# ---- mem_port_arbiter ----
**src/rtl/mem_arb_pkg.sv**
```systemverilog
// mem_arb_pkg
// Shared types and constants for the instruction/data memory-port arbiter.
//   port_id_e  : which requester owns a grant or a response
//   OOR_DATA   : read data returned for an out-of-range access
//   rsp_rec_t  : response record captured at grant time
//   word_in_range : true when a byte address falls inside the SRAM
package mem_arb_pkg;

    typedef enum logic {
        PORT_I = 1'b0,
        PORT_D = 1'b1
    } port_id_e;

    localparam logic [31:0] OOR_DATA = 32'hDEADBEEF;

    typedef struct packed {
        port_id_e owner;
        logic     is_write;
        logic     oor;
    } rsp_rec_t;

    // Byte address is in range when its word index is below the SRAM depth.
    function automatic logic word_in_range(input logic [31:0] byte_addr,
                                           input int unsigned words);
        return ({2'b00, byte_addr[31:2]} < 32'(words));
    endfunction

endpackage

```
**src/rtl/mem_arb_checker.sv**
```systemverilog
// mem_arb_checker
// Protocol monitor: a request that has not yet been granted must stay
// asserted with unchanged address/data/enables on the next cycle.
//   clk, rst_n                      : clock and reset
//   i_req, i_addr, i_gnt            : fetch port
//   d_req, d_addr, d_wdata, d_wen, d_gnt : data port
module mem_arb_checker (
    input logic        clk,
    input logic        rst_n,
    input logic        i_req,
    input logic [31:0] i_addr,
    input logic        i_gnt,
    input logic        d_req,
    input logic [31:0] d_addr,
    input logic [31:0] d_wdata,
    input logic [3:0]  d_wen,
    input logic        d_gnt
);

    logic        i_pend_q;
    logic        d_pend_q;
    logic [31:0] i_addr_q;
    logic [31:0] d_addr_q;
    logic [31:0] d_wdata_q;
    logic [3:0]  d_wen_q;

    // Remember last cycle's ungranted requests and compare against this cycle.
    always_ff @(posedge clk) begin
        if (!rst_n) begin
            i_pend_q  <= 1'b0;
            d_pend_q  <= 1'b0;
            i_addr_q  <= 32'h0;
            d_addr_q  <= 32'h0;
            d_wdata_q <= 32'h0;
            d_wen_q   <= 4'h0;
        end else begin
            if (i_pend_q) begin
                a_i_hold: assert (i_req && (i_addr == i_addr_q));
            end
            if (d_pend_q) begin
                a_d_hold: assert (d_req && (d_addr == d_addr_q) &&
                                  (d_wdata == d_wdata_q) && (d_wen == d_wen_q));
            end
            i_pend_q  <= i_req && !i_gnt;
            d_pend_q  <= d_req && !d_gnt;
            i_addr_q  <= i_addr;
            d_addr_q  <= d_addr;
            d_wdata_q <= d_wdata;
            d_wen_q   <= d_wen;
        end
    end

endmodule

```
**src/rtl/mem_arb_pick.sv**
```systemverilog
// mem_arb_pick
// Winner selection between the fetch and data requesters.
//   clk, rst_n     : clock and synchronous active-low reset
//   i_req, d_req   : pending requests
//   i_win, d_win   : one-hot grant (both 0 while in reset or idle)
// Holds the fetch starvation counter and the last conflict winner used
// by the round-robin mode.
module mem_arb_pick
    import mem_arb_pkg::*;
#(
    parameter int MAX_WAIT = 4,
    parameter int RR_MODE  = 0
) (
    input  logic clk,
    input  logic rst_n,
    input  logic i_req,
    input  logic d_req,
    output logic i_win,
    output logic d_win
);

    localparam int WCW = ($clog2(MAX_WAIT + 1) > 3) ? $clog2(MAX_WAIT + 1) : 3;

    logic [WCW-1:0] wait_cnt_q;
    logic [WCW-1:0] wait_cnt_d;
    port_id_e       last_win_q;
    port_id_e       last_win_d;
    logic           fetch_first_s;

    // Arbitration, starvation counter and round-robin pointer next state.
    always_comb begin
        i_win      = 1'b0;
        d_win      = 1'b0;
        last_win_d = last_win_q;
        wait_cnt_d = {WCW{1'b0}};

        if (RR_MODE != 0) begin
            // Loser of the previous conflict goes first.
            fetch_first_s = (last_win_q == PORT_D);
        end else begin
            fetch_first_s = (wait_cnt_q == WCW'(MAX_WAIT));
        end

        if (!rst_n) begin
            i_win = 1'b0;
            d_win = 1'b0;
        end else if (i_req && d_req) begin
            i_win      = fetch_first_s;
            d_win      = !fetch_first_s;
            last_win_d = fetch_first_s ? PORT_I : PORT_D;
        end else begin
            i_win = i_req;
            d_win = d_req;
        end

        // Counts consecutive lost cycles of a pending fetch.
        if (i_req && !i_win) begin
            if (wait_cnt_q != {WCW{1'b1}}) begin
                wait_cnt_d = wait_cnt_q + WCW'(1);
            end else begin
                wait_cnt_d = wait_cnt_q;
            end
        end else begin
            wait_cnt_d = {WCW{1'b0}};
        end
    end

    // State registers with synchronous reset; last winner resets to data.
    always_ff @(posedge clk) begin
        if (!rst_n) begin
            wait_cnt_q <= {WCW{1'b0}};
            last_win_q <= PORT_D;
        end else begin
            wait_cnt_q <= wait_cnt_d;
            last_win_q <= last_win_d;
        end
    end

endmodule

```
**src/rtl/mem_port_arbiter.sv**
```systemverilog
// mem_port_arbiter
// Shares one single-port synchronous SRAM between the CPU fetch and data ports.
//   clk, rst_n                 : clock, synchronous active-low reset
//   i_req/i_addr/i_gnt         : fetch request handshake
//   i_rvalid/i_rdata           : fetch response (cycle after i_gnt)
//   d_req/d_addr/d_wdata/d_wen/d_gnt : data request handshake (d_wen=0 load)
//   d_rvalid/d_rdata/d_err     : data response; d_err flags out-of-range
//   mem_en/mem_we/mem_addr/mem_wdata/mem_rdata : SRAM macro interface
//   conflict_cnt               : saturating count of cycles with both requests
module mem_port_arbiter
    import mem_arb_pkg::*;
#(
    parameter int MEM_WORDS = 1024,
    parameter int AW        = 10,
    parameter int MAX_WAIT  = 4,
    parameter int RR_MODE   = 0
) (
    input  logic          clk,
    input  logic          rst_n,
    input  logic          i_req,
    input  logic [31:0]   i_addr,
    output logic          i_gnt,
    output logic          i_rvalid,
    output logic [31:0]   i_rdata,
    input  logic          d_req,
    input  logic [31:0]   d_addr,
    input  logic [31:0]   d_wdata,
    input  logic [3:0]    d_wen,
    output logic          d_gnt,
    output logic          d_rvalid,
    output logic [31:0]   d_rdata,
    output logic          d_err,
    output logic          mem_en,
    output logic [3:0]    mem_we,
    output logic [AW-1:0] mem_addr,
    output logic [31:0]   mem_wdata,
    input  logic [31:0]   mem_rdata,
    output logic [15:0]   conflict_cnt
);

    logic        i_win_s;
    logic        d_win_s;
    logic [31:0] g_addr_s;
    logic        in_range_s;

    logic        rsp_vld_q;
    logic        rsp_vld_d;
    rsp_rec_t    rsp_q;
    rsp_rec_t    rsp_d;
    logic [15:0] conflict_cnt_q;
    logic [15:0] conflict_cnt_d;

    mem_arb_pick #(
        .MAX_WAIT (MAX_WAIT),
        .RR_MODE  (RR_MODE)
    ) u_pick (
        .clk   (clk),
        .rst_n (rst_n),
        .i_req (i_req),
        .d_req (d_req),
        .i_win (i_win_s),
        .d_win (d_win_s)
    );

    mem_arb_checker u_chk (
        .clk     (clk),
        .rst_n   (rst_n),
        .i_req   (i_req),
        .i_addr  (i_addr),
        .i_gnt   (i_gnt),
        .d_req   (d_req),
        .d_addr  (d_addr),
        .d_wdata (d_wdata),
        .d_wen   (d_wen),
        .d_gnt   (d_gnt)
    );

    // Grant outputs and SRAM drive for the winning port; pick is already reset-gated.
    always_comb begin
        i_gnt      = i_win_s;
        d_gnt      = d_win_s;
        g_addr_s   = d_win_s ? d_addr : i_addr;
        in_range_s = word_in_range(g_addr_s, MEM_WORDS);
        mem_en     = (i_win_s || d_win_s) && in_range_s;
        mem_addr   = g_addr_s[AW+1:2];
        mem_wdata  = d_wdata;
        if (d_win_s && in_range_s) begin
            mem_we = d_wen;
        end else begin
            mem_we = 4'b0000;
        end
    end

    // Response record and conflict counter next state.
    always_comb begin
        rsp_vld_d      = i_win_s || d_win_s;
        rsp_d.owner    = d_win_s ? PORT_D : PORT_I;
        rsp_d.is_write = d_win_s && (d_wen != 4'b0000);
        rsp_d.oor      = !in_range_s;
        if (i_req && d_req && (conflict_cnt_q != 16'hFFFF)) begin
            conflict_cnt_d = conflict_cnt_q + 16'd1;
        end else begin
            conflict_cnt_d = conflict_cnt_q;
        end
    end

    // Response and counter registers; reset drops any in-flight response.
    always_ff @(posedge clk) begin
        if (!rst_n) begin
            rsp_vld_q      <= 1'b0;
            rsp_q          <= '{owner: PORT_I, is_write: 1'b0, oor: 1'b0};
            conflict_cnt_q <= 16'h0000;
        end else begin
            rsp_vld_q      <= rsp_vld_d;
            rsp_q          <= rsp_d;
            conflict_cnt_q <= conflict_cnt_d;
        end
    end

    // Response decode: SRAM data arrives in this cycle, so rdata is steered, not stored.
    always_comb begin
        i_rvalid     = rsp_vld_q && (rsp_q.owner == PORT_I);
        d_rvalid     = rsp_vld_q && (rsp_q.owner == PORT_D);
        d_err        = d_rvalid && rsp_q.oor;
        conflict_cnt = conflict_cnt_q;
        if (!i_rvalid) begin
            i_rdata = 32'h0;
        end else if (rsp_q.oor) begin
            i_rdata = OOR_DATA;
        end else begin
            i_rdata = mem_rdata;
        end
        if (!d_rvalid) begin
            d_rdata = 32'h0;
        end else if (rsp_q.oor) begin
            d_rdata = OOR_DATA;
        end else if (rsp_q.is_write) begin
            d_rdata = 32'h0;
        end else begin
            d_rdata = mem_rdata;
        end
    end

endmodule

```
**config.mk**
```make
export PLATFORM = sky130hd
export DESIGN_NAME = mem_port_arbiter
export DESIGN_NICKNAME = d
export VERILOG_FILES = /design/src/rtl/mem_arb_pkg.sv /design/src/rtl/mem_arb_checker.sv /design/src/rtl/mem_arb_pick.sv /design/src/rtl/mem_port_arbiter.sv
export SDC_FILE = /design/constraint.sdc
export NUM_CORES = 1
export LEC_CHECK = 0
export ABC_AREA = 1
export CAP_MARGIN = 0
export CORE_AREA = 2 2 105 107
export CTS_CLUSTER_DIAMETER = 60
export CTS_CLUSTER_SIZE = 25
export DETAILED_ROUTE_END_ITERATION = 7
export DIE_AREA = 0 0 107 109
export PLACE_DENSITY = 0.68
export SLEW_MARGIN = 0
export SYNTH_ARGS = -nofsm -noshare
export SYNTH_HDL_FRONTEND = slang
export SYNTH_SLANG_ARGS = --single-unit
```
**constraint.sdc**
```tcl
create_clock -name clk -period 2.08 [get_ports clk]
set_input_delay 0.416 -clock clk [delete_from_list [all_inputs] [get_ports clk]]
set_output_delay 0.416 -clock clk [all_outputs]
set_load 0.01 [all_outputs]
```
# ---- pipe_ctrl ----
--- src/rtl/pipe_ctrl.sv ---
// Sequencing controller for the 5-stage pipeline.
// It produces the PC enable and the per-stage enable/flush controls.
module pipe_ctrl #(
    parameter int RESET_HOLD  = 2,
    parameter int MEM_TIMEOUT = 15,
    parameter int CNT_W       = 16
) (
    input  logic             clk,
    input  logic             reset,
    input  logic             load_use,
    input  logic             jump_pred_miss,
    input  logic             jump_pred_adr_miss,
    input  logic             mem_req,
    input  logic             mem_ack,
    input  logic             halt_wb,
    output logic             en_pc,
    output logic             en_ifid,
    output logic             en_idex,
    output logic             en_exmem,
    output logic             en_memwb,
    output logic             flush_ifid,
    output logic             flush_idex,
    output logic             flush_exmem,
    output logic             flush_memwb,
    output logic             flushed,
    output logic             is_halt,
    output logic             mem_err,
    output logic [CNT_W-1:0] stall_cnt
);

    typedef enum logic [1:0] {
        S_INIT, S_RUN, S_MEMWAIT, S_HALT
    } state_t;

    localparam int HOLD_W = (RESET_HOLD > 1) ? $clog2(RESET_HOLD) : 1;
    localparam int WAIT_W = $clog2(MEM_TIMEOUT + 1);
    localparam state_t RST_STATE = (RESET_HOLD == 0) ? S_RUN : S_INIT;

    state_t state, state_nxt;

    logic [HOLD_W-1:0] hold_q;
    logic [WAIT_W-1:0] wait_q;
    logic [WAIT_W-1:0] wait_nxt;
    logic              active;
    logic              mem_wait;
    logic              miss;
    logic              timeout;
    logic              hold_done;
    logic              stall_inc;

    assign active    = (state == S_RUN) || (state == S_MEMWAIT);
    assign mem_wait  = mem_req && !mem_ack;
    assign miss      = jump_pred_miss || jump_pred_adr_miss;
    assign wait_nxt  = wait_q + WAIT_W'(1);
    // wait_nxt is the wait_cnt value of the current cycle when it is a wait cycle
    assign timeout   = active && mem_wait && (32'(wait_nxt) == MEM_TIMEOUT);
    assign hold_done = (32'(hold_q) + 32'd1) >= 32'(RESET_HOLD);
    // halt overrides stalls; a miss overrides load_use
    assign stall_inc = active && !halt_wb &&
                       (mem_wait || (load_use && !miss));

    // state register
    always_ff @(posedge clk or negedge reset) begin
        if (!reset) state <= RST_STATE;
        else        state <= state_nxt;
    end

    // next-state decision
    always_comb begin
        state_nxt = state;
        unique case (state)
            S_INIT: if (hold_done) state_nxt = S_RUN;
            S_RUN, S_MEMWAIT: begin
                if (halt_wb || timeout) state_nxt = S_HALT;
                else if (mem_wait)      state_nxt = S_MEMWAIT;
                else                    state_nxt = S_RUN;
            end
            S_HALT:  state_nxt = S_HALT;
            default: state_nxt = RST_STATE;
        endcase
    end

    // Mealy stage controls
    always_comb begin
        en_pc       = 1'b0;
        en_ifid     = 1'b0;
        en_idex     = 1'b0;
        en_exmem    = 1'b0;
        en_memwb    = 1'b0;
        flush_ifid  = 1'b0;
        flush_idex  = 1'b0;
        flush_exmem = 1'b0;
        flush_memwb = 1'b0;
        flushed     = 1'b0;
        is_halt     = 1'b0;
        unique case (state)
            S_INIT: begin
                {en_ifid, en_idex, en_exmem, en_memwb} = 4'hf;
                {flush_ifid, flush_idex, flush_exmem, flush_memwb} = 4'hf;
                flushed = 1'b1;
            end
            S_RUN, S_MEMWAIT: begin
                if (halt_wb) begin
                    {en_ifid, en_idex, en_exmem, en_memwb} = 4'hf;
                    {flush_ifid, flush_idex, flush_exmem, flush_memwb} = 4'hf;
                end else if (mem_wait) begin
                    en_memwb    = 1'b1;
                    flush_memwb = 1'b1;
                end else if (miss) begin
                    en_pc = 1'b1;
                    {en_ifid, en_idex, en_exmem, en_memwb} = 4'hf;
                    flush_ifid = 1'b1;
                    flush_idex = 1'b1;
                end else if (load_use) begin
                    en_idex    = 1'b1;
                    en_exmem   = 1'b1;
                    en_memwb   = 1'b1;
                    flush_idex = 1'b1;
                end else begin
                    en_pc = 1'b1;
                    {en_ifid, en_idex, en_exmem, en_memwb} = 4'hf;
                end
            end
            S_HALT: begin
                is_halt = 1'b1;
                flushed = 1'b1;
            end
            default: flushed = 1'b1;
        endcase
    end

    // post-reset hold counter and consecutive memory-wait counter
    always_ff @(posedge clk or negedge reset) begin
        if (!reset) begin
            hold_q <= '0;
            wait_q <= '0;
        end else begin
            if (state == S_INIT) hold_q <= hold_q + HOLD_W'(1);
            wait_q <= (active && mem_wait) ? wait_nxt : '0;
        end
    end

    // sticky timeout flag and saturating stall counter
    always_ff @(posedge clk or negedge reset) begin
        if (!reset) begin
            mem_err   <= 1'b0;
            stall_cnt <= '0;
        end else begin
            if (timeout) mem_err <= 1'b1;
            if (stall_inc && (stall_cnt != {CNT_W{1'b1}}))
                stall_cnt <= stall_cnt + CNT_W'(1);
        end
    end

endmodule

--- config.mk ---
export PLATFORM = sky130hd
export DESIGN_NAME = pipe_ctrl
export DESIGN_NICKNAME = d
export VERILOG_FILES = /design/src/rtl/pipe_ctrl.sv
export SDC_FILE = /design/constraint.sdc
export NUM_CORES = 1
export LEC_CHECK = 0
export CAP_MARGIN = 20
export CORE_ASPECT_RATIO = 0.6
export CORE_MARGIN = 3
export CORE_UTILIZATION = 40
export DETAILED_ROUTE_END_ITERATION = 8
export PLACE_DENSITY = 0.68
export SYNTH_ARGS = -nofsm -noshare
export SYNTH_HDL_FRONTEND = slang
export SYNTH_SLANG_ARGS = --single-unit
--- constraint.sdc ---
create_clock -name clk -period 1.91 [get_ports clk]
set_input_delay 0.382 -clock clk [delete_from_list [all_inputs] [get_ports clk]]
set_output_delay 0.382 -clock clk [all_outputs]
set_load 0.02 [all_outputs]
# ---- sidebuf_sched_flat ----
**config.mk**
```make
export PLATFORM = sky130hd
export DESIGN_NAME = sidebuf_sched_flat
export DESIGN_NICKNAME = d
export VERILOG_FILES = /design/src/rtl/sidebuf_sched_if.sv /design/src/rtl/sidebuf_sched.sv /design/src/flat_wrapper.sv
export SDC_FILE = /design/constraint.sdc
export NUM_CORES = 1
export LEC_CHECK = 0
export ABC_AREA = 1
export ABC_CLOCK_PERIOD_IN_PS = 2300
export CAP_MARGIN = 20
export CORE_ASPECT_RATIO = 0.8
export CORE_MARGIN = 4
export CORE_UTILIZATION = 45
export CTS_CLUSTER_SIZE = 25
export DETAILED_ROUTE_END_ITERATION = 16
export GPL_TIMING_DRIVEN = 1
export HOLD_SLACK_MARGIN = 0.1
export PLACE_DENSITY = 0.77
export SYNTH_ARGS = -nofsm -noshare
export SYNTH_HDL_FRONTEND = slang
export SYNTH_SLANG_ARGS = --single-unit
```
**constraint.sdc**
```tcl
create_clock -name clk -period 2.3 [get_ports clk]
set_input_delay 0.46 -clock clk [delete_from_list [all_inputs] [get_ports clk]]
set_output_delay 0.46 -clock clk [all_outputs]
set_load 0.05 [all_outputs]
```
**src/rtl/sidebuf_sched_if.sv**
```systemverilog
`default_nettype none
// ============================================================================
// Module      : sidebuf_sched_if
// Description : Handshake bundle between the side-buffer scheduler and its
//               surrounding router logic.
//               Inputs to the scheduler:
//                 buf_req     - deflected flit present, store it
//                 slot_free   - injection slot available this cycle
//                 local_req   - local PE wants the injection slot
//               Outputs from the scheduler:
//                 wr_en       - one-hot bank write enable (combinational)
//                 rd_sel      - head entry index (registered)
//                 reinj_grant - head flit takes the slot (combinational)
//                 local_grant - local flit takes the slot (combinational)
//                 count       - occupancy 0..DEPTH (registered)
//                 full/empty  - occupancy flags
//                 redirect    - starvation redirect request (registered)
//                 overflow    - sticky dropped-write flag
//               Modport master belongs to the router side and slave to the
//               scheduler.
// Revision    : 1.0 - initial release
// ============================================================================
interface sidebuf_sched_if #(
    parameter int DEPTH = 4,
    parameter int PTR_W = 2
);
    logic             buf_req;
    logic             slot_free;
    logic             local_req;
    logic [DEPTH-1:0] wr_en;
    logic [PTR_W-1:0] rd_sel;
    logic             reinj_grant;
    logic             local_grant;
    logic [PTR_W:0]   count;
    logic             full;
    logic             empty;
    logic             redirect;
    logic             overflow;

    modport master (
        output buf_req, slot_free, local_req,
        input  wr_en, rd_sel, reinj_grant, local_grant,
        input  count, full, empty, redirect, overflow
    );

    modport slave (
        input  buf_req, slot_free, local_req,
        output wr_en, rd_sel, reinj_grant, local_grant,
        output count, full, empty, redirect, overflow
    );
endinterface
`default_nettype wire

```
**src/rtl/sidebuf_sched.sv**
```systemverilog
`default_nettype none
// ============================================================================
// Module      : sidebuf_sched
// Description : Control and scheduling for a DEPTH-entry circular side
//               buffer of flit registers (no data path here). Produces the
//               one-hot write enables and head read select for the bank,
//               arbitrates the single injection slot between buffer
//               re-injection and local PE injection (round-robin on
//               contention), and raises a redirect request when buffered
//               flits have been denied for STARVE_LIM consecutive cycles.
//               Ports:
//                 clk   - clock, rising edge
//                 reset - synchronous, active-high
//                 bus   - sidebuf_sched_if.slave handshake bundle
// Revision    : 1.0 - initial release
// ============================================================================
module sidebuf_sched #(
    parameter int DEPTH      = 4,
    parameter int PTR_W      = 2,
    parameter int STARVE_LIM = 8
) (
    input  wire logic         clk,
    input  wire logic         reset,
    sidebuf_sched_if.slave    bus
);

    localparam logic [PTR_W:0]   c_full_count = (PTR_W+1)'(DEPTH);
    localparam logic [PTR_W:0]   c_count_one  = (PTR_W+1)'(1);
    localparam logic [PTR_W-1:0] c_ptr_one    = PTR_W'(1);
    localparam logic [7:0]       c_starve_lim = 8'(STARVE_LIM);

    // ------------------------------------------------------------------
    // State
    // ------------------------------------------------------------------
    logic [PTR_W-1:0] wr_ptr_q,     wr_ptr_d;
    logic [PTR_W-1:0] rd_ptr_q,     rd_ptr_d;
    logic [PTR_W:0]   count_q,      count_d;
    logic             rr_last_q,    rr_last_d;
    logic [7:0]       starve_cnt_q, starve_cnt_d;
    logic             redirect_q,   redirect_d;
    logic             overflow_q,   overflow_d;

    // ------------------------------------------------------------------
    // Combinational decode
    // ------------------------------------------------------------------
    logic             w_full;
    logic             w_empty;
    logic             w_contention;
    logic             w_buf_wins;
    logic             w_reinj_grant;
    logic             w_local_grant;
    logic             w_pop;
    logic             w_write;
    logic             w_drop;
    logic [DEPTH-1:0] w_wr_en;

    assign w_full  = (count_q == c_full_count);
    assign w_empty = (count_q == '0);

    always_comb begin
        w_contention  = 1'b0;
        w_buf_wins    = 1'b0;
        w_reinj_grant = 1'b0;
        w_local_grant = 1'b0;
        w_pop         = 1'b0;
        w_write       = 1'b0;
        w_drop        = 1'b0;
        w_wr_en       = '0;

        // Only flits already resident (registered count) are eligible,
        // so a flit written this cycle cannot bypass to the slot.
        w_contention = bus.slot_free & ~w_empty & bus.local_req;
        // A full buffer or a pending redirect overrides round-robin so the
        // buffer cannot be starved indefinitely.
        w_buf_wins   = w_full | redirect_q | rr_last_q;

        if (bus.slot_free) begin
            if (w_empty) begin
                w_local_grant = bus.local_req;
            end else if (!bus.local_req) begin
                w_reinj_grant = 1'b1;
            end else if (w_buf_wins) begin
                w_reinj_grant = 1'b1;
            end else begin
                w_local_grant = 1'b1;
            end
        end

        w_pop   = w_reinj_grant;
        // A pop frees the head entry in the same cycle, so a full buffer
        // can still accept a write when it is popping.
        w_write = bus.buf_req & (~w_full | w_pop);
        w_drop  = bus.buf_req & w_full & ~w_pop;

        if (w_write) begin
            w_wr_en[wr_ptr_q] = 1'b1;
        end
    end

    // ------------------------------------------------------------------
    // Next-state logic
    // ------------------------------------------------------------------
    always_comb begin
        wr_ptr_d     = wr_ptr_q;
        rd_ptr_d     = rd_ptr_q;
        count_d      = count_q;
        rr_last_d    = rr_last_q;
        starve_cnt_d = starve_cnt_q;
        redirect_d   = 1'b0;
        overflow_d   = overflow_q;

        if (w_write) begin
            wr_ptr_d = wr_ptr_q + c_ptr_one;
        end
        if (w_pop) begin
            rd_ptr_d = rd_ptr_q + c_ptr_one;
        end

        case ({w_write, w_pop})
            2'b10:   count_d = count_q + c_count_one;
            2'b01:   count_d = count_q - c_count_one;
            default: count_d = count_q;
        endcase

        // rr_last: 0 = buffer won the last contention, 1 = local won.
        if (w_contention) begin
            rr_last_d = ~w_buf_wins;
        end

        if (w_empty || w_pop) begin
            starve_cnt_d = '0;
        end else if (starve_cnt_q != c_starve_lim) begin
            starve_cnt_d = starve_cnt_q + 8'd1;
        end

        // Registering the compare of the next count gives redirect in the
        // same cycle that the counter reaches the limit.
        redirect_d = (starve_cnt_d == c_starve_lim);

        if (w_drop) begin
            overflow_d = 1'b1;
        end
    end

    // ------------------------------------------------------------------
    // State registers
    // ------------------------------------------------------------------
    always_ff @(posedge clk) begin
        if (reset) begin
            wr_ptr_q     <= '0;
            rd_ptr_q     <= '0;
            count_q      <= '0;
            rr_last_q    <= 1'b0;
            starve_cnt_q <= '0;
            redirect_q   <= 1'b0;
            overflow_q   <= 1'b0;
        end else begin
            wr_ptr_q     <= wr_ptr_d;
            rd_ptr_q     <= rd_ptr_d;
            count_q      <= count_d;
            rr_last_q    <= rr_last_d;
            starve_cnt_q <= starve_cnt_d;
            redirect_q   <= redirect_d;
            overflow_q   <= overflow_d;
        end
    end

    // ------------------------------------------------------------------
    // Outputs
    // ------------------------------------------------------------------
    assign bus.wr_en       = w_wr_en;
    assign bus.rd_sel      = rd_ptr_q;
    assign bus.reinj_grant = w_reinj_grant;
    assign bus.local_grant = w_local_grant;
    assign bus.count       = count_q;
    assign bus.full        = w_full;
    assign bus.empty       = w_empty;
    assign bus.redirect    = redirect_q;
    assign bus.overflow    = overflow_q;

endmodule
`default_nettype wire

```
**src/flat_wrapper.sv**
```systemverilog
// flat-port wrapper written by rule: the top's interface ports become plain ports
module sidebuf_sched_flat 
#(
    parameter int DEPTH      = 4,
    parameter int PTR_W      = 2,
    parameter int STARVE_LIM = 8
)
  (clk, reset, bus_buf_req, bus_slot_free, bus_local_req, bus_wr_en, bus_rd_sel, bus_reinj_grant, bus_local_grant, bus_count, bus_full, bus_empty, bus_redirect, bus_overflow);
  sidebuf_sched_if #(.DEPTH(DEPTH), .PTR_W(PTR_W)) bus_i ();
  input  wire logic clk;
  input  wire logic reset;
  input wire logic [$bits(bus_i.buf_req)-1:0] bus_buf_req;
  input wire logic [$bits(bus_i.slot_free)-1:0] bus_slot_free;
  input wire logic [$bits(bus_i.local_req)-1:0] bus_local_req;
  output wire logic [$bits(bus_i.wr_en)-1:0] bus_wr_en;
  output wire logic [$bits(bus_i.rd_sel)-1:0] bus_rd_sel;
  output wire logic [$bits(bus_i.reinj_grant)-1:0] bus_reinj_grant;
  output wire logic [$bits(bus_i.local_grant)-1:0] bus_local_grant;
  output wire logic [$bits(bus_i.count)-1:0] bus_count;
  output wire logic [$bits(bus_i.full)-1:0] bus_full;
  output wire logic [$bits(bus_i.empty)-1:0] bus_empty;
  output wire logic [$bits(bus_i.redirect)-1:0] bus_redirect;
  output wire logic [$bits(bus_i.overflow)-1:0] bus_overflow;
  assign bus_i.buf_req = bus_buf_req;
  assign bus_i.slot_free = bus_slot_free;
  assign bus_i.local_req = bus_local_req;
  assign bus_wr_en = bus_i.wr_en;
  assign bus_rd_sel = bus_i.rd_sel;
  assign bus_reinj_grant = bus_i.reinj_grant;
  assign bus_local_grant = bus_i.local_grant;
  assign bus_count = bus_i.count;
  assign bus_full = bus_i.full;
  assign bus_empty = bus_i.empty;
  assign bus_redirect = bus_i.redirect;
  assign bus_overflow = bus_i.overflow;
  sidebuf_sched #(.DEPTH(DEPTH), .PTR_W(PTR_W), .STARVE_LIM(STARVE_LIM)) u_core (.clk(clk), .reset(reset), .bus(bus_i));
endmodule
```
# ---- ctrl_aut ----
<file path="config.mk">
export PLATFORM = sky130hd
export DESIGN_NAME = ctrl_aut
export DESIGN_NICKNAME = d
export VERILOG_FILES = /design/src/rtl/ctrl_aut.sv
export SDC_FILE = /design/constraint.sdc
export NUM_CORES = 1
export LEC_CHECK = 0
export ABC_AREA = 0
export CAP_MARGIN = 40
export CORE_ASPECT_RATIO = 1.4
export CORE_MARGIN = 4
export CORE_UTILIZATION = 41
export DETAILED_ROUTE_END_ITERATION = 10
export GPL_TIMING_DRIVEN = 0
export PLACE_DENSITY_LB_ADDON = 0.15
export SETUP_SLACK_MARGIN = 0.5
export SYNTH_ARGS = -nofsm -noshare
export SYNTH_HDL_FRONTEND = slang
export SYNTH_SLANG_ARGS = --single-unit
export TNS_END_PERCENT = 30
</file>
<file path="constraint.sdc">
create_clock -name clock -period 2.8 [get_ports clock]
set_input_delay 0.28 -clock clock [delete_from_list [all_inputs] [get_ports clock]]
set_output_delay 0.28 -clock clock [all_outputs]
set_load 0.05 [all_outputs]
</file>
<file path="src/rtl/ctrl_aut.sv">
// Multi-cycle controller: FETCH/DECODE/EXEC per instruction, HALT on illegal opcode/funct.
// Outputs are combinational from state and latched ir_op/ir_fn; no backpressure, one instruction per 3 cycles.
// Optional CTRL_AUT_RETIRE_CNT_EN: enables the 32-bit retired-instruction counter (otherwise retired is 0).
module ctrl_aut (
    input  logic        clock,
    input  logic        reset,
    input  logic [5:0]  opcode,
    input  logic [5:0]  funct,
    input  logic        zero,
    output logic        rd_mux_s,
    output logic        write,
    output logic        op2_mux_s,
    output logic [5:0]  alu_funct,
    output logic        branch_mux_s,
    output logic        pc_en,
    output logic        halted,
    output logic [31:0] retired
);

    typedef enum logic [1:0] {
        FETCH  = 2'd0,
        DECODE = 2'd1,
        EXEC   = 2'd2,
        HALT   = 2'd3
    } state_t;

    state_t     state_q, state_d;
    logic [5:0] ir_op_q, ir_op_d;
    logic [5:0] ir_fn_q, ir_fn_d;

    logic       dec_legal;
    logic       dec_beq;
    logic       dec_rd;
    logic       dec_op2;
    logic [5:0] dec_alu;

    // Decode looks only at the latched instruction, so live opcode/funct are ignored after FETCH.
    always_comb begin
        dec_legal = 1'b0;
        dec_beq   = 1'b0;
        dec_rd    = 1'b0;
        dec_op2   = 1'b0;
        dec_alu   = 6'h00;
        case (ir_op_q)
            6'h00: begin
                if (ir_fn_q == 6'h20 || ir_fn_q == 6'h22 || ir_fn_q == 6'h24 ||
                    ir_fn_q == 6'h25 || ir_fn_q == 6'h2A) begin
                    dec_legal = 1'b1;
                    dec_rd    = 1'b1;
                    dec_alu   = ir_fn_q;
                end
            end
            6'h08: begin
                dec_legal = 1'b1;
                dec_op2   = 1'b1;
                dec_alu   = 6'h20;
            end
            6'h04: begin
                dec_legal = 1'b1;
                dec_beq   = 1'b1;
                dec_alu   = 6'h22;
            end
            default: ;
        endcase
    end

    always_comb begin
        state_d      = state_q;
        ir_op_d      = ir_op_q;
        ir_fn_d      = ir_fn_q;
        rd_mux_s     = 1'b0;
        write        = 1'b0;
        op2_mux_s    = 1'b0;
        alu_funct    = 6'h00;
        branch_mux_s = 1'b0;
        pc_en        = 1'b0;
        halted       = 1'b0;
        case (state_q)
            FETCH: begin
                ir_op_d = opcode;
                ir_fn_d = funct;
                state_d = DECODE;
            end
            DECODE: begin
                rd_mux_s  = dec_rd;
                op2_mux_s = dec_op2;
                alu_funct = dec_alu;
                state_d   = dec_legal ? EXEC : HALT;
            end
            EXEC: begin
                rd_mux_s     = dec_rd;
                op2_mux_s    = dec_op2;
                alu_funct    = dec_alu;
                write        = ~dec_beq;
                branch_mux_s = dec_beq & zero;
                pc_en        = 1'b1;
                state_d      = FETCH;
            end
            HALT: begin
                halted  = 1'b1;
            end
            default: state_d = FETCH;
        endcase
    end

    always_ff @(posedge clock) begin
        if (!reset) begin
            state_q <= FETCH;
            ir_op_q <= 6'h00;
            ir_fn_q <= 6'h00;
        end else begin
            state_q <= state_d;
            ir_op_q <= ir_op_d;
            ir_fn_q <= ir_fn_d;
        end
    end

`ifdef CTRL_AUT_RETIRE_CNT_EN
    logic [31:0] retired_q, retired_d;

    always_comb begin
        retired_d = retired_q;
        if (state_q == EXEC) begin
            retired_d = retired_q + 32'd1;
        end
    end

    always_ff @(posedge clock) begin
        if (!reset) begin
            retired_q <= 32'd0;
        end else begin
            retired_q <= retired_d;
        end
    end

    assign retired = retired_q;
`else
    assign retired = 32'd0;
`endif

endmodule

</file>
Figure 1. Logic cells by family (mem_port_arbiter).
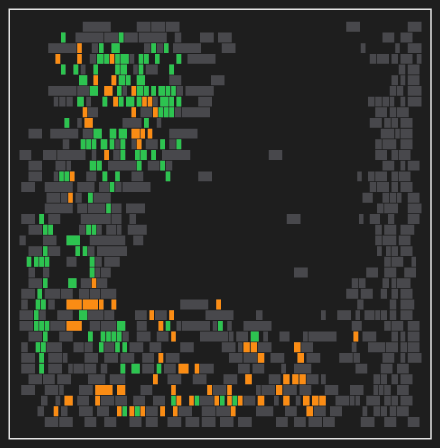
| colour | family | cells |
|---|---|---|
| orange | nor cells | 73 |
| green | nand cells | 124 |

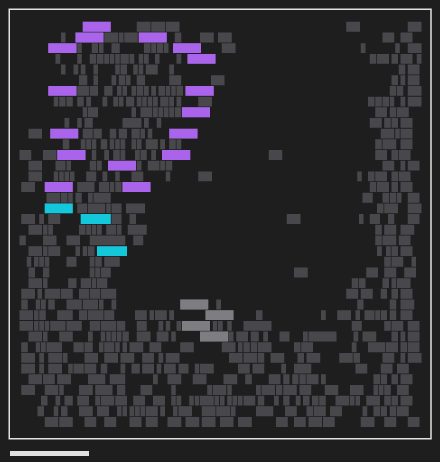
Figure 2: mem_port_arbiter, where the registers sit.
Bar = 20 µm. Other sequential cells in the stronger grey, the rest of the logic in the fainter grey.
| colour | netlist name | flops |
|---|---|---|
| purple | conflict_cnt | 16 |
| cyan | u_pick.wait_cnt_q | 3 |

==> flow_summary.json, mem_port_arbiter <==
{
  "outcome": "complete, but fails checks",
  "violations": "setup timing",
  "coreArea_um2": 10600,
  "grt_overflow": 0,
  "grt_start_max_net_pins": 33,
  "ff_count": 23,
  "layout_min_cycle_time_ns": 2.13,
  "hold_buffers": 0,
  "fin_ws_ns": -0.0489,
  "ir_drop_mv": 0.156,
  "final_util_pct": 41.5,
  "ant_nets": 0,
  "vias": 3209,
  "clockPowerShare_pct": 22.4,
  "syn-cell-area_um2": 2290,
  "top_cells_by_count": "102 x nand2_1, 66 x a21oi_1, 60 x inv_1",
  "dp_hpwl_um": 8060,
  "hold_viol_final": 0,
  "top_cell": "nand2_1",
  "finalSetupViolations": 1
}
## mem_port_arbiter: cells by family after synthesis
kind of cell	after synthesis	synth area share, %
buffers and inverters	109	23.7
AND/OR/NAND/NOR	197	35.8
XOR/XNOR	6	2.30
adder cells (fa/ha/maj)	4	2.19
flip-flops	23	20.1
AND-OR/OR-AND	71	15.9
## mem_port_arbiter: worst max-delay path: stages (launching register included)
cell and delay, ns:
dfxtp_2 0.34, inv_2 0.04, ha_4 0.15, nand3_2 0.06
nand2_2 0.07, nor2_4 0.12, nand4_1 0.11, buf_4 0.17
buf_6 0.11, a21oi_2 0.14, buf_2 0.15
## mem_port_arbiter: power by group through the flow
stage | Sequential, W | Combinational (W) | Clock (W)
detailed placement | 0.000464 | 0.000589 | 0
global route | 0.000456 | 0.000587 | 0.000309
finish | 0.000454 | 0.000536 | 0.000286
CTS | 0.000454 | 0.000530 | 0.000300
floorplan | 0.000465 | 0.000248 | 0
global placement | 0.000464 | 0.000582 | 0
## mem_port_arbiter: routing by layer
layer  share of wire [%]  vias up  track usage (%)
li1                    -     1630                -
met1                  37     1390             16.1
met2                  52      169             31.3
met3                 8.0       20             3.83
met4                 2.7        0             5.57
met5                   0        -                0
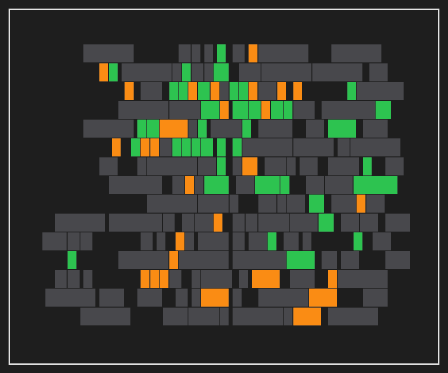
Figure 3: sidebuf_sched_flat, logic cells by family.
| colour | family | cells |
|---|---|---|
| orange | nor cells | 28 |
| green | nand cells | 40 |

==> flow_summary.json, sidebuf_sched_flat <==
{
  "outcome": "completed",
  "setup-tns-final_ns": 0,
  "grt_start_max_net_pins": 11,
  "grt_pass1_wl_um": 4640,
  "rr_worst_depth": 12,
  "hp-start": "u_core.bus.rd_sel[1]",
  "yosys.area_share.simple_pct": 30.9,
  "crit_start": "bus_local_req",
  "powerComb_w": 0.000481,
  "largestClassByArea": "multi-input combinational cells",
  "async_flop_share_pct": 0,
  "firstDrtPassIters": 6,
  "yosys.area.top_type": "dfxtp_1",
  "synth_nets": 158,
  "synthFlopType": "dfxtp_1",
  "pwr.group.clock_w": 0.000200,
  "dp_hpwl_um": 2110,
  "cts_root_buf": "clkbuf_4",
  "layout_min_cycle_time_ns": 2.25
}
sidebuf_sched_flat: what timing repair did:
| item | 4_1_cts | 5_1_grt |
|---|---|---|
| buffers inserted | 1 | 1 |
| gates resized | 6 | 8 |
| pin swaps | 0 | 2 |
| endpoints found under the setup margin | 4 | 5 |
sidebuf_sched_flat: placed cells by master (no fill, tap or decap), types with 3 or more instances in the layout:
master           Yosys  layout
nand2_1             24      24
inv_1               23      22
nor2_1              26      22
buf_4                0      14
dfxtp_1             18      14
clkdlybuf4s50_1      0      10
o21ai_0              8       7
ha_1                 7       7
a21oi_1              7       6
buf_12               0       6
nor2_4               0       5
nand3_1              5       5
o21ai_1              3       4
dfxtp_2              0       4
nand4_1              3       3
clkbuf_4             0       3
sidebuf_sched_flat: sequential cells by signal, summed over array words and instances, names as in the netlist:
signal               count
u_core.bus.overflow      1
u_core.bus.redirect      1
u_core.starve_cnt_q      8
u_core.rr_last_q         1
u_core.bus.rd_sel        2
u_core.wr_ptr_q          2
u_core.bus.count         3
sidebuf_sched_flat: worst max-delay path, delay by kind of cell:
kind            cells  cell delay (ns)
fa+ha+maj           2             0.56
buf+inv             2             0.59
compound gates      4             0.47
simple gates        4             0.34
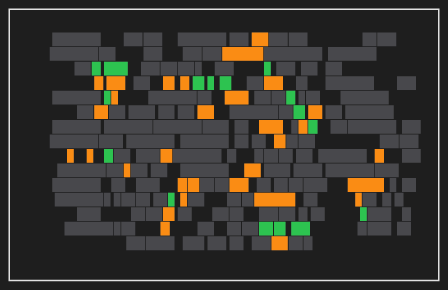
Figure 4: pipe_ctrl, logic cells by family.
| colour | family | cells |
|---|---|---|
| orange | nor cells | 31 |
| green | nand cells | 16 |
fin cells: 227
Comb/total area: 37.5%
most used logic cell in the final layout: buf_4

==> flow_summary.json, pipe_ctrl <==
{
  "comb_area_um2": 752,
  "max_freq_mhz": 525,
  "cpPeakStageDelay_ns": 0.36,
  "wirelength_um": 3380,
  "grtUsageMet2_pct": 25.8,
  "initCoreUtil_pct": 43.7,
  "drive_gt1_share_pct": 32.4,
  "clk_pin_slew_ns": 0.08,
  "comb.multi_input.count": 91,
  "netlist_logic_family_top": "simple AND/OR/NAND/NOR gates",
  "edf_count": 0,
  "sh_seq_area_pct": 29.9,
  "outcome": "completed",
  "hold_path.class": "input port to asynchronous set/reset pin",
  "synth.distinct_cells": 34,
  "post_cts_resized": 57,
  "reg2reg_slack_ns": 0.03,
  "wl_met2_um": 1540,
  "clock_buffers": 3
}
[pipe_ctrl: registers in the layout, indices dropped and copies added (netlist names)]
name / count
state: 2
hold_q: 1
mem_err: 1
wait_q: 4
stall_cnt: 16
[pipe_ctrl: report_power, final]
part | internal [W] | total, W | switching, W
logic | 0.0000256 | 0.0000507 | 0.0000251
registers | 0.000508 | 0.000508 | 0
clock network | 0.000280 | 0.000440 | 0.000160
[pipe_ctrl: how the worst min path moves through the flow]
stage / start / endpoint / slack, ns
floorplan: reset / hold_q / 0.09
global placement: hold_q / hold_q / 0.46
detailed placement: hold_q / hold_q / 0.46
CTS: reset / stall_cnt[7] / 0.48
global route: reset / hold_q / 0.48
finish: reset / stall_cnt[10] / 0.46
[pipe_ctrl: per-stage QoR]
stage | instance area [µm²] | util (%) | setup WS [ns] | TNS [ns]
floorplan | 1320 | - | 0.00115 | 0
global placement | 1860 | 62.1 | -0.441 | -5.91
detailed placement | 1860 | 62.1 | -0.454 | -6.24
CTS | 1930 | 64.4 | -0.0214 | -0.0214
global route | 2010 | 66.8 | -0.163 | -0.917
finish | 2010 | 66.8 | 0.00443 | 0
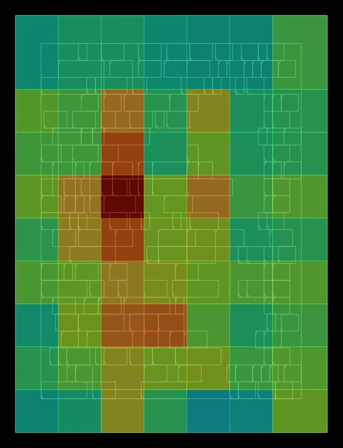
Figure 5: ctrl_aut, track usage over the die.
M1 GR Usage: 14.0%
GRT met2 Usage: 25.8%
GR Util met3: 2.01%
wire per inst: 9.83 µm

==> flow_summary.json, ctrl_aut <==
{
  "maxUsedRoutingLayer": "met4",
  "crit_start": "ir_op_q[0]",
  "period_used_pct": 90.0,
  "worst-path-buf-inv": 1,
  "dpl-instance-area_um2": 1440,
  "cts_root_buf": "clkbuf_4",
  "layout_min_cycle_time_ns": 2.52,
  "synthFlopType": "dfxtp_1",
  "hold_viol_final": 0,
  "combPwrFrac_pct": 58.5,
  "diodes": 0,
  "chipArea_um2": 3370,
  "yosys.area_share.simple_pct": 17.9,
  "outcome": "completed",
  "ys_sh_aoi_pct": 6.00
}
## ctrl_aut: layout make-up
class                           count  area [µm²]  area share, %
Inverter                            7        26.3           1.78
Buffer                             34         253           17.1
Multi-Input combinational cell     93         589           39.9
Clock buffer                        4        36.3           2.46
Timing Repair Buffer               25         248           16.8
Tap cell                           34        42.5           2.88
Sequential cell                    14         280           19.0
## ctrl_aut: metrics by stage
stage / std cells / total power (W) / hold slack [ns]
CTS: 211 / 0.00112 / 0.525
detailed placement: 207 / 0.000971 / 0.502
finish: 211 / 0.00111 / 0.512
global route: 211 / 0.00120 / 0.572
floorplan: 148 / 0.000838 / 0.408
global placement: 207 / 0.000956 / 0.477
## ctrl_aut: routing by layer
metal	global-route usage (%)	vias to the layer above
met4	6.23	0
li1	-	443
met3	2.01	2
met1	14.0	349
met2	25.8	34
met5	0	-
## ctrl_aut: worst reg2reg max path, stage by stage (launching register included)
cell and delay, ns:
dfxtp_1 0.38, inv_1 0.10, ha_1 0.24, buf_2 0.33, mux2i_1 0.23, nor2_1 0.06
## ctrl_aut: flip-flops by register name, summed over array words and instances, names as in the netlist
signal	count
state_q	2
ir_fn_q	6
ir_op_q	6


==> gallery <==
Where the registers sit.
Bar = 20 µm. Other sequential cells in the stronger grey, the rest of the logic in the fainter grey.
(a)
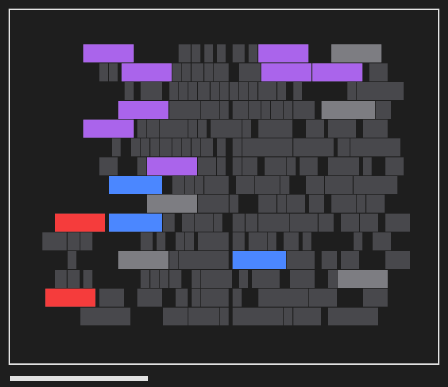
(b)
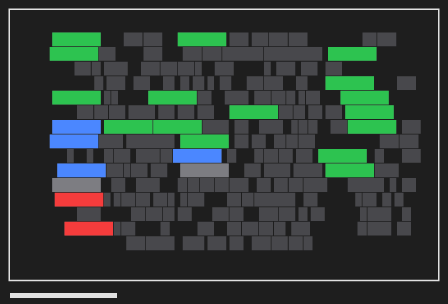
(c)
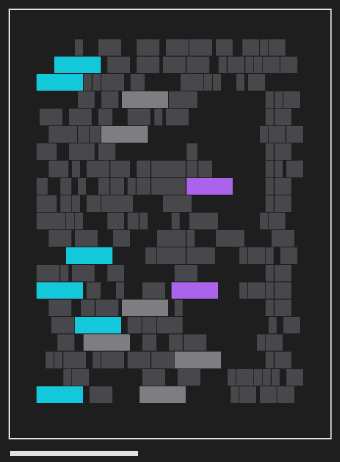
The one with the most sequential cells is (b).
The one with the largest die is (b).
- (c) = ctrl_aut
- (b) = pipe_ctrl
- (a) = sidebuf_sched_flat


==> notes/layouts.md <==
Pictures saved along the way, in no particular order.

Placed cells, one colour a class.
Bar = 20 µm.
shot_01.png
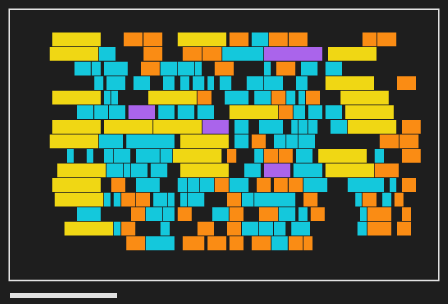
shot_02.png
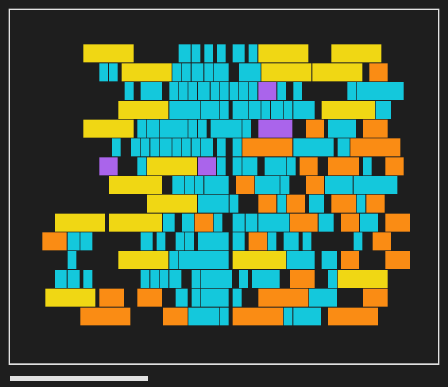
shot_03.png
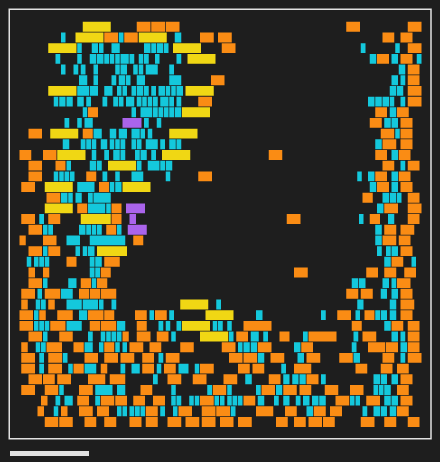
shot_04.png
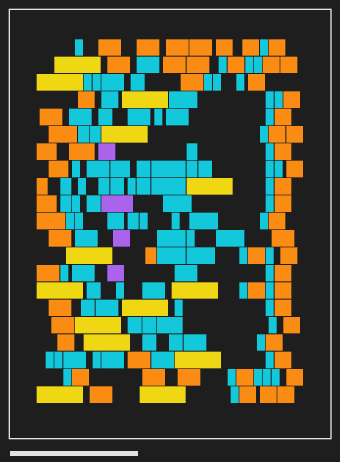
shot_04.png is ctrl_aut.
shot_02.png is sidebuf_sched_flat.
shot_01.png is pipe_ctrl.
shot_03.png is mem_port_arbiter.
Of these, most cells: shot_03.png

Key to shot_03.png:
| colour | class | cells |
|---|---|---|
| purple | clock drivers and dummy loads | 4 |
| orange | remaining buffers and delay cells | 233 |
| cyan | remaining logic cells | 338 |
| yellow | registers | 23 |

Power is estimated from default activity; no workload was simulated.
